# ---- design 1 ----
design_1/gates.png
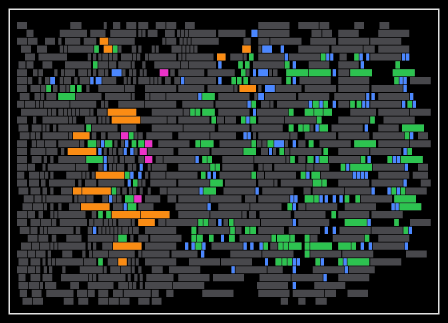

$ cat src/rtl/branch_redirect_unit_if.sv
// rtl/branch_redirect_unit_if.sv - fetch-stage interface between fetch and the redirect unit
interface branch_redirect_unit_if;
    logic [15:0] instruction;
    logic [15:0] NPC;
    logic [1:0]  PCsrc;
    logic        stall;
    logic        kill;
    logic [15:0] J_TypeImmediate;
    logic [15:0] I_TypeImmediate;
    logic [15:0] ReturnAddress;

    // master is the fetch stage, slave is the redirect unit that steers it
    modport master (
        output instruction, NPC,
        input  PCsrc, stall, kill, J_TypeImmediate, I_TypeImmediate, ReturnAddress
    );
    modport slave (
        input  instruction, NPC,
        output PCsrc, stall, kill, J_TypeImmediate, I_TypeImmediate, ReturnAddress
    );
endinterface

$ cat src/rtl/branch_redirect_unit.sv
// rtl/branch_redirect_unit.sv - IF/ID register, control-flow decode and return-address stack
module branch_redirect_unit #(
    parameter int          RAS_DEPTH = 8,
    parameter logic [15:0] NOP_INSTR = 16'h0000
) (
    input  logic                    clk,
    input  logic                    rst_n,
    branch_redirect_unit_if.slave   fetch,
    input  logic                    hazard_stall,
    input  logic                    rs_equal,
    output logic [15:0]             id_instruction,
    output logic [15:0]             id_NPC,
    output logic                    ras_overflow,
    output logic                    ras_underflow
);
    localparam int PTR_W = $clog2(RAS_DEPTH);
    localparam int CNT_W = PTR_W + 1;
    localparam logic [CNT_W-1:0] RAS_FULL = CNT_W'(RAS_DEPTH);

    localparam logic [3:0] OP_BEQ  = 4'h8;
    localparam logic [3:0] OP_BNE  = 4'h9;
    localparam logic [3:0] OP_JMP  = 4'hC;
    localparam logic [3:0] OP_CALL = 4'hD;
    localparam logic [3:0] OP_RET  = 4'hE;

    logic [15:0]      ras_mem [RAS_DEPTH];
    logic [PTR_W-1:0] sp;
    logic [PTR_W-1:0] sp_prev;
    logic [CNT_W-1:0] count;
    logic [3:0]       opcode;
    logic [1:0]       pc_sel;
    logic             push;
    logic             pop;

    assign opcode  = id_instruction[15:12];
    assign sp_prev = sp - PTR_W'(1);

    always_comb begin
        pc_sel = 2'b00;
        if (!hazard_stall) begin
            case (opcode)
                OP_JMP, OP_CALL: pc_sel = 2'b01;
                OP_BEQ:          pc_sel = rs_equal  ? 2'b10 : 2'b00;
                OP_BNE:          pc_sel = !rs_equal ? 2'b10 : 2'b00;
                OP_RET:          pc_sel = 2'b11;
                default:         pc_sel = 2'b00;
            endcase
        end
    end

    assign push = !hazard_stall && (opcode == OP_CALL);
    assign pop  = !hazard_stall && (opcode == OP_RET);

    assign fetch.PCsrc           = pc_sel;
    assign fetch.kill            = (pc_sel != 2'b00);
    assign fetch.stall           = hazard_stall;
    assign fetch.J_TypeImmediate = {id_NPC[15:12], id_instruction[11:0]};
    assign fetch.I_TypeImmediate = id_NPC + {{10{id_instruction[5]}}, id_instruction[5:0]};
    assign fetch.ReturnAddress   = (count != '0) ? ras_mem[sp_prev] : 16'h0000;

    // A killed slot becomes NOP so the redirecting instruction cannot fire twice
    always_ff @(posedge clk or negedge rst_n) begin
        if (!rst_n) begin
            id_instruction <= NOP_INSTR;
            id_NPC         <= 16'h0000;
        end else if (!hazard_stall) begin
            id_instruction <= fetch.kill ? NOP_INSTR : fetch.instruction;
            id_NPC         <= fetch.NPC;
        end
    end

    always_ff @(posedge clk) begin
        if (push) begin
            ras_mem[sp] <= id_NPC;
        end
    end

    // Circular stack: a push while full overwrites the oldest entry
    always_ff @(posedge clk or negedge rst_n) begin
        if (!rst_n) begin
            sp            <= '0;
            count         <= '0;
            ras_overflow  <= 1'b0;
            ras_underflow <= 1'b0;
        end else if (push) begin
            sp <= sp + PTR_W'(1);
            if (count == RAS_FULL) begin
                ras_overflow <= 1'b1;
            end else begin
                count <= count + CNT_W'(1);
            end
        end else if (pop) begin
            if (count != '0) begin
                sp    <= sp_prev;
                count <= count - CNT_W'(1);
            end else begin
                ras_underflow <= 1'b1;
            end
        end
    end
endmodule

$ cat src/flat_wrapper.sv
// flat-port wrapper written by rule: the top's interface ports become plain ports
module branch_redirect_unit_flat 
#(
    parameter int          RAS_DEPTH = 8,
    parameter logic [15:0] NOP_INSTR = 16'h0000
)
  (clk, rst_n, hazard_stall, rs_equal, id_instruction, id_NPC, ras_overflow, ras_underflow, fetch_instruction, fetch_NPC, fetch_PCsrc, fetch_stall, fetch_kill, fetch_J_TypeImmediate, fetch_I_TypeImmediate, fetch_ReturnAddress);
  branch_redirect_unit_if fetch_i ();
  input  logic clk;
  input  logic rst_n;
  input  logic hazard_stall;
  input  logic rs_equal;
  output logic [15:0] id_instruction;
  output logic [15:0] id_NPC;
  output logic ras_overflow;
  output logic ras_underflow;
  input wire logic [$bits(fetch_i.instruction)-1:0] fetch_instruction;
  input wire logic [$bits(fetch_i.NPC)-1:0] fetch_NPC;
  output wire logic [$bits(fetch_i.PCsrc)-1:0] fetch_PCsrc;
  output wire logic [$bits(fetch_i.stall)-1:0] fetch_stall;
  output wire logic [$bits(fetch_i.kill)-1:0] fetch_kill;
  output wire logic [$bits(fetch_i.J_TypeImmediate)-1:0] fetch_J_TypeImmediate;
  output wire logic [$bits(fetch_i.I_TypeImmediate)-1:0] fetch_I_TypeImmediate;
  output wire logic [$bits(fetch_i.ReturnAddress)-1:0] fetch_ReturnAddress;
  assign fetch_i.instruction = fetch_instruction;
  assign fetch_i.NPC = fetch_NPC;
  assign fetch_PCsrc = fetch_i.PCsrc;
  assign fetch_stall = fetch_i.stall;
  assign fetch_kill = fetch_i.kill;
  assign fetch_J_TypeImmediate = fetch_i.J_TypeImmediate;
  assign fetch_I_TypeImmediate = fetch_i.I_TypeImmediate;
  assign fetch_ReturnAddress = fetch_i.ReturnAddress;
  branch_redirect_unit #(.RAS_DEPTH(RAS_DEPTH), .NOP_INSTR(NOP_INSTR)) u_core (.clk(clk), .rst_n(rst_n), .fetch(fetch_i), .hazard_stall(hazard_stall), .rs_equal(rs_equal), .id_instruction(id_instruction), .id_NPC(id_NPC), .ras_overflow(ras_overflow), .ras_underflow(ras_underflow));
endmodule
$ cat config.mk
export PLATFORM = sky130hd
export DESIGN_NAME = branch_redirect_unit_flat
export DESIGN_NICKNAME = d
export VERILOG_FILES = /design/src/rtl/branch_redirect_unit_if.sv /design/src/rtl/branch_redirect_unit.sv /design/src/flat_wrapper.sv
export SDC_FILE = /design/constraint.sdc
export NUM_CORES = 1
export LEC_CHECK = 0
export ABC_AREA = 1
export CAP_MARGIN = 20
export CORE_ASPECT_RATIO = 0.7
export CORE_MARGIN = 2
export CORE_UTILIZATION = 54
export CTS_CLUSTER_DIAMETER = 50
export DETAILED_ROUTE_END_ITERATION = 7
export GPL_TIMING_DRIVEN = 0
export PLACE_DENSITY = 0.84
export SLEW_MARGIN = 5
export SYNTH_ARGS = -nofsm -noshare
export SYNTH_HDL_FRONTEND = slang
export SYNTH_SLANG_ARGS = --single-unit
$ cat constraint.sdc
create_clock -name clk -period 3.2 [get_ports clk]
set_input_delay 0.64 -clock clk [delete_from_list [all_inputs] [get_ports clk]]
set_output_delay 0.64 -clock clk [all_outputs]
set_load 0.1 [all_outputs]
# ---- design 2 ----
[src/rtl/pcie_axis_pkg.sv]
// pcie_axis_pkg: grant/state encoding and default 64-bit 7-series TX widths shared by the TX AXI-Stream blocks
package pcie_axis_pkg;
  typedef enum logic [1:0] {GNT_NONE = 2'd0, GNT0 = 2'd1, GNT1 = 2'd2} gnt_e;
  localparam int TX_DATA_WIDTH = 64;
  localparam int TX_KEEP_WIDTH = TX_DATA_WIDTH / 32;
  localparam int TX_USER_WIDTH = 4;
  localparam int PKT_CNT_WIDTH = 16;
endpackage

[src/rtl/axis_skid_buf.sv]
// axis_skid_buf: 2-entry registered AXI-Stream slice; s_axis_* in, m_axis_* out from the head entry, s_axis_tready low only when both entries are held
module axis_skid_buf #(
  parameter int DATA_WIDTH = 64,
  parameter int KEEP_WIDTH = 2,
  parameter int USER_WIDTH = 4
) (
  input  logic                  clk,
  input  logic                  rst,
  input  logic [DATA_WIDTH-1:0] s_axis_tdata,
  input  logic [KEEP_WIDTH-1:0] s_axis_tkeep,
  input  logic [USER_WIDTH-1:0] s_axis_tuser,
  input  logic                  s_axis_tlast,
  input  logic                  s_axis_tvalid,
  output logic                  s_axis_tready,
  output logic [DATA_WIDTH-1:0] m_axis_tdata,
  output logic [KEEP_WIDTH-1:0] m_axis_tkeep,
  output logic [USER_WIDTH-1:0] m_axis_tuser,
  output logic                  m_axis_tlast,
  output logic                  m_axis_tvalid,
  input  logic                  m_axis_tready
);
  localparam int W = DATA_WIDTH + KEEP_WIDTH + USER_WIDTH + 1;
  logic [W-1:0] ent0, ent1, din;
  logic [1:0] cnt;
  logic push, pop;
  assign din = {s_axis_tdata, s_axis_tkeep, s_axis_tuser, s_axis_tlast};
  assign s_axis_tready = cnt != 2'd2;
  assign m_axis_tvalid = cnt != 2'd0;
  assign push = s_axis_tvalid & s_axis_tready;
  assign pop = m_axis_tvalid & m_axis_tready;
  assign {m_axis_tdata, m_axis_tkeep, m_axis_tuser, m_axis_tlast} = ent0;
  always_ff @(posedge clk)
    if (rst) begin
      cnt <= '0;
      ent0 <= '0;
      ent1 <= '0;
    end else begin
      cnt <= cnt + {1'b0, push} - {1'b0, pop};
      if (pop) ent0 <= (push && cnt == 2'd1) ? din : ent1;
      else if (push && cnt == 2'd0) ent0 <= din;
      if (push && !pop && cnt == 2'd1) ent1 <= din;
    end
endmodule

[src/rtl/axis_tx_pkt_arbiter.sv]
// axis_tx_pkt_arbiter: whole-packet arbiter of s0 (completions) and s1 (requests) onto m (core TX) via a skid stage; gated by user_lnk_up/bm_en, saturating pkt_cnt0/1, busy
module axis_tx_pkt_arbiter
  import pcie_axis_pkg::*;
#(
  parameter int DATA_WIDTH = TX_DATA_WIDTH,
  parameter int KEEP_WIDTH = DATA_WIDTH / 32,
  parameter int USER_WIDTH = TX_USER_WIDTH,
  parameter bit RR = 1'b1,
  parameter int CNT_WIDTH = PKT_CNT_WIDTH
) (
  input  logic                  user_clk,
  input  logic                  user_reset,
  input  logic                  user_lnk_up,
  input  logic                  bm_en,
  input  logic [DATA_WIDTH-1:0] s0_axis_tdata,
  input  logic [KEEP_WIDTH-1:0] s0_axis_tkeep,
  input  logic [USER_WIDTH-1:0] s0_axis_tuser,
  input  logic                  s0_axis_tlast,
  input  logic                  s0_axis_tvalid,
  output logic                  s0_axis_tready,
  input  logic [DATA_WIDTH-1:0] s1_axis_tdata,
  input  logic [KEEP_WIDTH-1:0] s1_axis_tkeep,
  input  logic [USER_WIDTH-1:0] s1_axis_tuser,
  input  logic                  s1_axis_tlast,
  input  logic                  s1_axis_tvalid,
  output logic                  s1_axis_tready,
  output logic [DATA_WIDTH-1:0] m_axis_tdata,
  output logic [KEEP_WIDTH-1:0] m_axis_tkeep,
  output logic [USER_WIDTH-1:0] m_axis_tuser,
  output logic                  m_axis_tlast,
  output logic                  m_axis_tvalid,
  input  logic                  m_axis_tready,
  output logic [CNT_WIDTH-1:0]  pkt_cnt0,
  output logic [CNT_WIDTH-1:0]  pkt_cnt1,
  output logic                  busy
);
  gnt_e state, state_nxt;
  logic last_gnt, e0, e1, g0, g1, acc0, acc1, skid_rdy, skid_valid;
  assign e0 = s0_axis_tvalid & user_lnk_up;
  assign e1 = s1_axis_tvalid & user_lnk_up & bm_en;
  assign g0 = state == GNT0;
  assign g1 = state == GNT1;
  assign s0_axis_tready = g0 & skid_rdy;
  assign s1_axis_tready = g1 & skid_rdy;
  assign acc0 = s0_axis_tvalid & s0_axis_tready;
  assign acc1 = s1_axis_tvalid & s1_axis_tready;
  assign skid_valid = (g0 & s0_axis_tvalid) | (g1 & s1_axis_tvalid);
  assign busy = (state != GNT_NONE) | m_axis_tvalid;
  always_comb begin
    state_nxt = state;
    if (state == GNT_NONE)
      state_nxt = (e0 & e1) ? ((RR & !last_gnt) ? GNT1 : GNT0) : e0 ? GNT0 : e1 ? GNT1 : GNT_NONE;
    else if ((acc0 & s0_axis_tlast) | (acc1 & s1_axis_tlast))
      state_nxt = GNT_NONE;
  end
  always_ff @(posedge user_clk)
    if (user_reset) begin
      state <= GNT_NONE;
      last_gnt <= 1'b1;
      pkt_cnt0 <= '0;
      pkt_cnt1 <= '0;
    end else begin
      state <= state_nxt;
      if (state == GNT_NONE && state_nxt != GNT_NONE) last_gnt <= state_nxt == GNT1;
      if (acc0 && s0_axis_tlast && !(&pkt_cnt0)) pkt_cnt0 <= pkt_cnt0 + 1'b1;
      if (acc1 && s1_axis_tlast && !(&pkt_cnt1)) pkt_cnt1 <= pkt_cnt1 + 1'b1;
    end
  axis_skid_buf #(
    .DATA_WIDTH(DATA_WIDTH),
    .KEEP_WIDTH(KEEP_WIDTH),
    .USER_WIDTH(USER_WIDTH)
  ) u_skid (
    .clk          (user_clk),
    .rst          (user_reset),
    .s_axis_tdata (g1 ? s1_axis_tdata : s0_axis_tdata),
    .s_axis_tkeep (g1 ? s1_axis_tkeep : s0_axis_tkeep),
    .s_axis_tuser (g1 ? s1_axis_tuser : s0_axis_tuser),
    .s_axis_tlast (g1 ? s1_axis_tlast : s0_axis_tlast),
    .s_axis_tvalid(skid_valid),
    .s_axis_tready(skid_rdy),
    .m_axis_tdata (m_axis_tdata),
    .m_axis_tkeep (m_axis_tkeep),
    .m_axis_tuser (m_axis_tuser),
    .m_axis_tlast (m_axis_tlast),
    .m_axis_tvalid(m_axis_tvalid),
    .m_axis_tready(m_axis_tready)
  );
endmodule

[config.mk]
export PLATFORM = sky130hd
export DESIGN_NAME = axis_tx_pkt_arbiter
export DESIGN_NICKNAME = d
export VERILOG_FILES = /design/src/rtl/pcie_axis_pkg.sv /design/src/rtl/axis_skid_buf.sv /design/src/rtl/axis_tx_pkt_arbiter.sv
export SDC_FILE = /design/constraint.sdc
export NUM_CORES = 1
export LEC_CHECK = 0
export CAP_MARGIN = 30
export CORE_AREA = 8 8 157 159
export CTS_CLUSTER_SIZE = 12
export DETAILED_ROUTE_END_ITERATION = 6
export DIE_AREA = 0 0 165 167
export GPL_TIMING_DRIVEN = 0
export HOLD_SLACK_MARGIN = 0.15
export MAX_ROUTING_LAYER = met4
export PLACE_DENSITY_LB_ADDON = 0.3
export SLEW_MARGIN = 20
export SYNTH_ARGS = -nofsm -noshare
export SYNTH_HDL_FRONTEND = slang
export SYNTH_HIERARCHICAL = 1
export SYNTH_SLANG_ARGS = --single-unit
[constraint.sdc]
create_clock -name user_clk -period 6.8 [get_ports user_clk]
set_input_delay 1.36 -clock user_clk [delete_from_list [all_inputs] [get_ports user_clk]]
set_output_delay 1.36 -clock user_clk [all_outputs]
set_load 0.05 [all_outputs]
# ---- design 3 ----
===== config.mk =====
export PLATFORM = sky130hd
export DESIGN_NAME = ahb_arb_ctrl
export DESIGN_NICKNAME = d
export VERILOG_FILES = /design/src/rtl/ahb_arb_ctrl.sv
export SDC_FILE = /design/constraint.sdc
export NUM_CORES = 1
export LEC_CHECK = 0
export ABC_AREA = 1
export CAP_MARGIN = 20
export CORE_AREA = 2 2 50 52
export DETAILED_ROUTE_END_ITERATION = 12
export DIE_AREA = 0 0 52 54
export PLACE_DENSITY = 0.82
export SLEW_MARGIN = 5
export SYNTH_ARGS = -nofsm -noshare
export SYNTH_HDL_FRONTEND = slang
export SYNTH_SLANG_ARGS = --single-unit

===== constraint.sdc =====
create_clock -name hclk -period 3.86 [get_ports hclk]
set_clock_uncertainty 0.05 [all_clocks]
set_input_delay 0.386 -clock hclk [delete_from_list [all_inputs] [get_ports hclk]]
set_output_delay 0.386 -clock hclk [all_outputs]
set_load 0.05 [all_outputs]

===== src/rtl/ahb_arb_ctrl.sv =====
// AHB bus arbiter: registered one-hot grant, owner index and lock indication,
// with internal beat tracking so handover happens only at legal burst points.
module ahb_arb_ctrl #(
  parameter int unsigned NUM_MST    = 4,
  parameter int unsigned MW         = 2,
  parameter int unsigned DEF_MASTER = 0,
  parameter int unsigned RR_EN      = 1,
  parameter int unsigned INCR_BEATS = 4
) (
  input  logic               hclk,
  input  logic               hreset,
  input  logic [NUM_MST-1:0] hbusreq,
  input  logic [NUM_MST-1:0] hlock,
  input  logic [1:0]         htrans,
  input  logic [2:0]         hburst,
  input  logic               hready,
  input  logic [1:0]         hresp,
  output logic [NUM_MST-1:0] hgrant,
  output logic [MW-1:0]      hmaster,
  output logic               hmastlock
);

  localparam int unsigned BW = 5;

  localparam logic [1:0] TR_IDLE   = 2'b00;
  localparam logic [1:0] TR_NONSEQ = 2'b10;
  localparam logic [1:0] TR_SEQ    = 2'b11;

  logic [BW-1:0]      r_beats;
  logic [NUM_MST-1:0] r_hgrant;
  logic [MW-1:0]      r_gidx;
  logic [MW-1:0]      r_hmaster;
  logic               r_mastlock;
  logic               r_pend;

  logic [BW-1:0]      w_len_m1;
  logic [BW-1:0]      w_beats_nxt;
  logic               w_xfer;
  logic               w_rs;
  logic               w_arb_pt;
  logic [MW-1:0]      w_win;
  logic               w_found;
  logic [MW:0]        w_sum;
  logic [MW-1:0]      w_idx;

  assign hgrant    = r_hgrant;
  assign hmaster   = r_hmaster;
  assign hmastlock = r_mastlock;

  // Burst length minus one for the owner's current burst type
  always_comb begin
    w_len_m1 = '0;
    case (hburst)
      3'b000:         w_len_m1 = '0;
      3'b001:         w_len_m1 = BW'(INCR_BEATS - 1);
      3'b010, 3'b011: w_len_m1 = BW'(3);
      3'b100, 3'b101: w_len_m1 = BW'(7);
      default:        w_len_m1 = BW'(15);
    endcase
  end

  // Next beat count and arbitration-point detection for an hready=1 edge
  always_comb begin
    w_xfer      = htrans[1];
    w_rs        = hresp[1];
    w_beats_nxt = r_beats;
    if (w_rs) begin
      w_beats_nxt = '0;
    end else if (htrans == TR_NONSEQ) begin
      w_beats_nxt = w_len_m1;
    end else if (htrans == TR_SEQ) begin
      w_beats_nxt = (r_beats != '0) ? (r_beats - BW'(1)) : '0;
    end
    // A locked owner keeps the bus unless the slave retries or splits it
    w_arb_pt = ((htrans == TR_IDLE) || (w_xfer && (w_beats_nxt <= BW'(1))) || w_rs)
               && !(hlock[r_hmaster] && !w_rs);
  end

  // Winner selection: round-robin from owner+1 or fixed lowest index
  always_comb begin
    w_win   = MW'(DEF_MASTER);
    w_found = 1'b0;
    w_sum   = '0;
    w_idx   = '0;
    if (RR_EN != 0) begin
      for (int i = 1; i <= int'(NUM_MST); i++) begin
        w_sum = {1'b0, r_hmaster} + (MW+1)'(i);
        if (w_sum >= (MW+1)'(NUM_MST)) begin
          w_sum = w_sum - (MW+1)'(NUM_MST);
        end
        w_idx = w_sum[MW-1:0];
        if (!w_found && hbusreq[w_idx]) begin
          w_win   = w_idx;
          w_found = 1'b1;
        end
      end
    end else begin
      for (int i = 0; i < int'(NUM_MST); i++) begin
        w_idx = MW'(i);
        if (!w_found && hbusreq[w_idx]) begin
          w_win   = w_idx;
          w_found = 1'b1;
        end
      end
    end
  end

  // Grant, ownership, lock and beat tracking; everything advances only on hready
  always_ff @(posedge hclk) begin
    if (hreset) begin
      r_hgrant   <= NUM_MST'(1) << DEF_MASTER;
      r_gidx     <= MW'(DEF_MASTER);
      r_hmaster  <= MW'(DEF_MASTER);
      r_mastlock <= 1'b0;
      r_beats    <= '0;
      r_pend     <= 1'b0;
    end else if (hready) begin
      r_beats <= w_beats_nxt;
      if (r_pend) begin
        // Grant changed last cycle: hand over the address bus, no re-arbitration
        r_hmaster  <= r_gidx;
        r_mastlock <= hlock[r_gidx];
        r_pend     <= 1'b0;
      end else begin
        r_mastlock <= hlock[r_hmaster];
        if (w_arb_pt && (w_win != r_gidx)) begin
          r_gidx   <= w_win;
          r_hgrant <= NUM_MST'(1) << w_win;
          r_pend   <= 1'b1;
        end
      end
    end
  end

endmodule


design_3/class_map.png
Scale bar: 20 um. Fill, decap, tap and diode cells in grey.
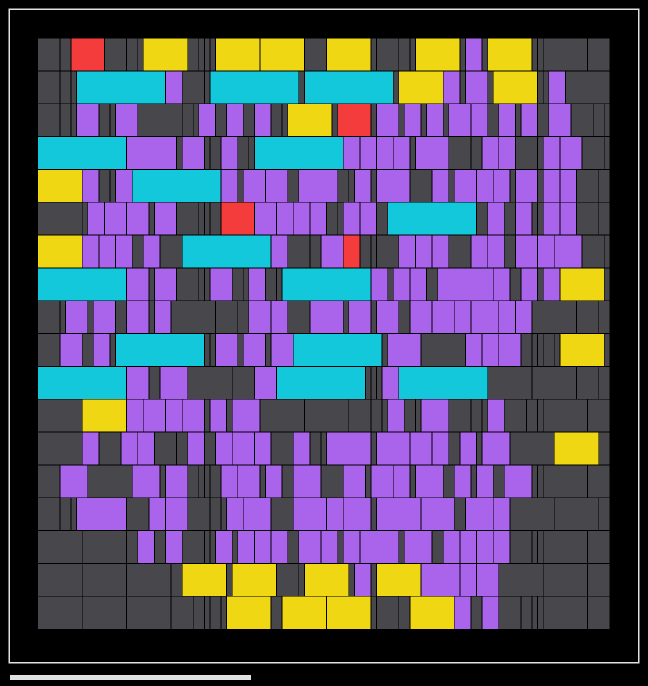
remaining logic cells: in purple, cells 182, share of their area 61%. remaining buffers and delay cells: in yellow, cells 23, share of their area 16%. clock drivers and dummy loads: in red, cells 4, share of their area 1.9%. sequential cells: in cyan, cells 15, share of their area 21%.

==> impl_metrics.env, design 3 <==
# flow metrics
export IMPL_status="finished clean"
export IMPL_cp_common_cell="nand2_1"
export IMPL_critPathCaptureType="flip-flop"
export IMPL_hp_class="reg -> reg"
export IMPL_vias_per_cell=5.05
export IMPL_largest_cell_class="combinational gates"
export IMPL_post_cts_buffers=0
export IMPL_grt_pass1_vias=996
export IMPL_crit_chain="clkdlybuf4s50_1, nand2_1, nor2_1, nand3_1, nand2_1, inv_1, nand2_1, nand2_1, nand2_1, nand2_1, nand2_1, nand2_1, a21oi_2, nand2_4, nand2_1, a21oi_1"
export IMPL_synth_area_leader_cell="dfxtp_1"
export IMPL_ctsResizeCount=0
export IMPL_synthCells=201
export IMPL_synth_warnings=0
export IMPL_clock_sinks=15
export IMPL_htreeDepth=1
export IMPL_wl_met3_um=134
export IMPL_rows=18
export IMPL_mostFrequentLayoutCell="nand2_1"
export IMPL_ys_async_sr_fraction_pct=0
export IMPL_setup_viol=0
export IMPL_chip_area_mm2=0.00281
export IMPL_flop_cell="dfxtp_1"
export IMPL_crit_end="r_gidx[1]"
export IMPL_io_pins=25
export IMPL_synth_top_area_share_pct=25.3
export IMPL_ys_seq_share_pct=25.3
## design 3: registers in the layout, indices dropped and copies added, names as in the netlist
name       count
hgrant         4
hmaster        2
hmastlock      1
r_beats        5
r_gidx         2
r_pend         1
## design 3: metrics by stage
stage          instances  setup slack (ns)  area, um2
6_report             254              1.53       1450
5_1_grt              254              1.29       1450
4_1_cts              254              1.55       1450
3_5_place_dp         250              1.25       1430
3_3_place_gp         250              1.26       1430
2_1_floorplan        201              1.66       1180
## design 3: cell families (layout without fill, tap and decap cells)
family          after synthesis  count (layout)  synth area share, %
compound gates               38              38                 18.5
simple gates                114             114                 43.6
buf+inv                      33              56                 11.5
fa+ha+maj                     1               1                 1.06
flops                        15              15                 25.3
## design 3: worst min-delay path: stages, from the launching register on
cell	delay (ns)
dfxtp_1	0.32
nand2_1	0.06
a21oi_1	0.05
## design 3: layer usage
metal	GRT usage, %	vias to the layer above
met3	5.00	2
li1	-	696
met2	30.6	25
met5	0	-
met1	28.4	560
met4	2.63	0
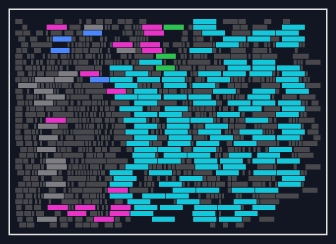
design_1/ff_map.png
Other sequential cells in the stronger grey, the rest of the logic in the fainter grey.
u_core.sp: in green, flops 3. u_core.id_NPC: in magenta, flops 16. u_core.ras_mem: in cyan, flops 128. u_core.count: in blue, flops 4, where north-west.
Another 18 sequential cells are not coloured.

Notes on design_1/gates.png above:
non-inverting ao/oa cells: in magenta, cells 6. aoi and oai cells: in green, cells 140. nor cells: in blue, cells 122. xor and xnor cells: in orange, cells 18.

==> impl_metrics.env, design 1 <==
# flow metrics
export IMPL_regMostFlops="u_core.ras_mem"
export IMPL_grt_pass1_wl_mm=33.1
export IMPL_final_cell_area_mm2=0.0109
export IMPL_largest_cell_class="sequential cells"
export IMPL_place_congestion=0.876
export IMPL_flop_cell="edfxtp_1"
export IMPL_r2r_start="u_core.sp[0]"
export IMPL_status="finished clean"
export IMPL_path_class="reg -> out"
export IMPL_drive_above_1_share_pct=25.8
export IMPL_area_share_clock_buf_inv_pct=5.84
export IMPL_fin_worst_skew_ns=0.00865
export IMPL_max_cap_viol_count=0
export IMPL_critPathTopFamily="AND-OR/OR-AND gates"
export IMPL_hold_viol=0
export IMPL_ys_seq_share_pct=62.3
export IMPL_syn_to_final_growth_pct=39.5
export IMPL_ctsResizeCount=272
export IMPL_period_used_pct=100
export IMPL_tapCellCount=190
export IMPL_chip_area_mm2=0.0155
export IMPL_vias_per_cell=5.72
export IMPL_synth_warnings=0
export IMPL_setup_viol=0
export IMPL_ant_nets=0
export IMPL_synth_area_leader_cell="edfxtp_1"
[design 1: per-layer routing]
layer / global-route usage (%) / part of all wire [%] / up-vias
li1: - / - / 2875
met1: 38.6 / 40 / 3033
met2: 45.5 / 47 / 350
met3: 6.86 / 9.6 / 55
met4: 11.2 / 2.5 / 0
met5: 0 / 0 / -
[design 1: metrics by stage]
| stage | instances | TNS, ns | hold slack (ns) |
|---|---|---|---|
| after global placement | 1056 | -75.74 | 0.452 |
| after detailed placement | 1064 | -23.13 | 0.453 |
| after CTS | 1100 | 0 | 0.164 |
| after floorplan | 745 | -0.504 | 0.344 |
| final | 1104 | 0 | 0.161 |
| after global routing | 1104 | -0.292 | 0.187 |
design_2/gates.png
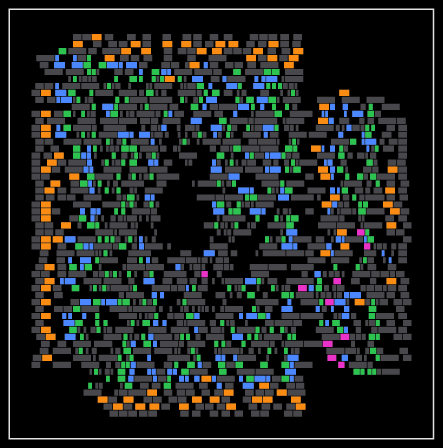
aoi and oai cells: in green, cells 256, where spread over the die. non-inverting ao/oa cells: in magenta, cells 10. mux cells: in orange, cells 82, where spread over the die. nor cells: in blue, cells 187, where spread over the die.

design_2/floorplan.png
Pins as bars on the die edge.
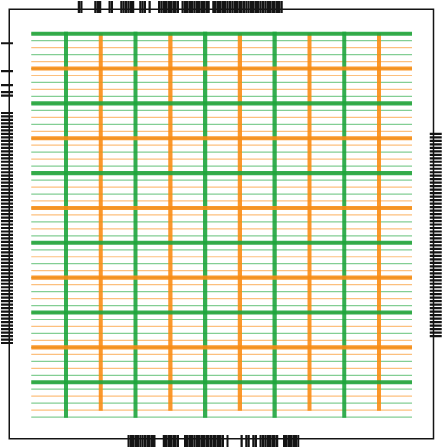
VSS: in green. VDD: in orange.
10 straps on met4. 56 met1 rails follow the rows. 256 signal pins sit on the boundary.

==> impl_metrics.env, design 2 <==
# flow metrics
export IMPL_logic_family="simple AND/OR/NAND/NOR gates"
export IMPL_timing_final_ws_setup_ns=2.98
export IMPL_place_ws_ns=2.75
export IMPL_synth_area_per_cell_um2=8.63
export IMPL_yosys_area_share_simple_pct=29.2
export IMPL_synth_edff_count=0
export IMPL_syn_to_final_growth_pct=35.5
export IMPL_fmaxAchievable_ghz=0.262
export IMPL_cp_data_arrival_time_ns=4.18
export IMPL_crit_path_start="state[0]"
export IMPL_warnings=27
export IMPL_nFillCells=2001
export IMPL_hold_viol=0
export IMPL_status="finished clean"
export IMPL_clockBufferDepth=2
export IMPL_die_h_um=167
export IMPL_ant_nets=0
export IMPL_buf_share_pct=23.6
export IMPL_period_used_pct=56.2
export IMPL_cts_clk_slew_worst_paths_ns=0.07
-- design 2: worst max-delay path, stage by stage (launching register included) --
cell      delay, ns
dfxtp_1        0.48
nand2b_1       0.15
clkbuf_1       0.79
buf_2          0.44
o21ai_0        0.32
nand2_1        0.19
inv_1          0.06
ha_1           0.18
nand3b_1       0.40
clkbuf_1       0.44
nand2_1        0.13
a21oi_1        0.17
-- design 2: layer usage --
layer,up-vias,part of all wire [%],global-route usage (%)
met1,4463,43,29.0
met2,335,49,37.7
li1,4581,-,-
met5,-,0,-
met4,0,1.9,7.33
met3,41,5.8,3.53
-- design 2: path summary, 6_finish.rpt --
kind / end / slack, ns / depth (start not counted)
setup / recovery: u_skid/ent1[60] / 2.98 / 11
hold / removal: u_skid/ent1[67] / 0.45 / 2
setup reg to reg: u_skid/ent1[60] / 2.98 / 11
hold reg to reg: u_skid/ent1[67] / 0.45 / 2


==> notes/layouts.md <==
Pictures saved along the way, in no particular order.

Clock nets.
picture 1
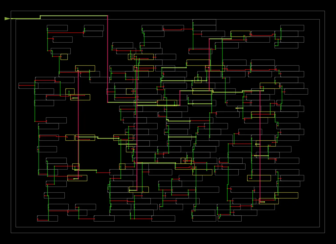
picture 2
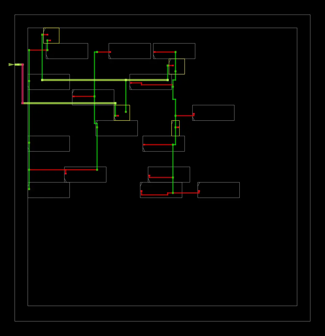
picture 3
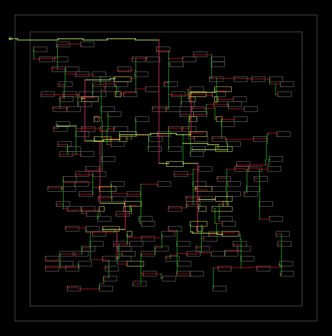
design 3 -> picture 2
design 2 -> picture 3
design 1 -> picture 1
- fewest clock buffers: picture 2

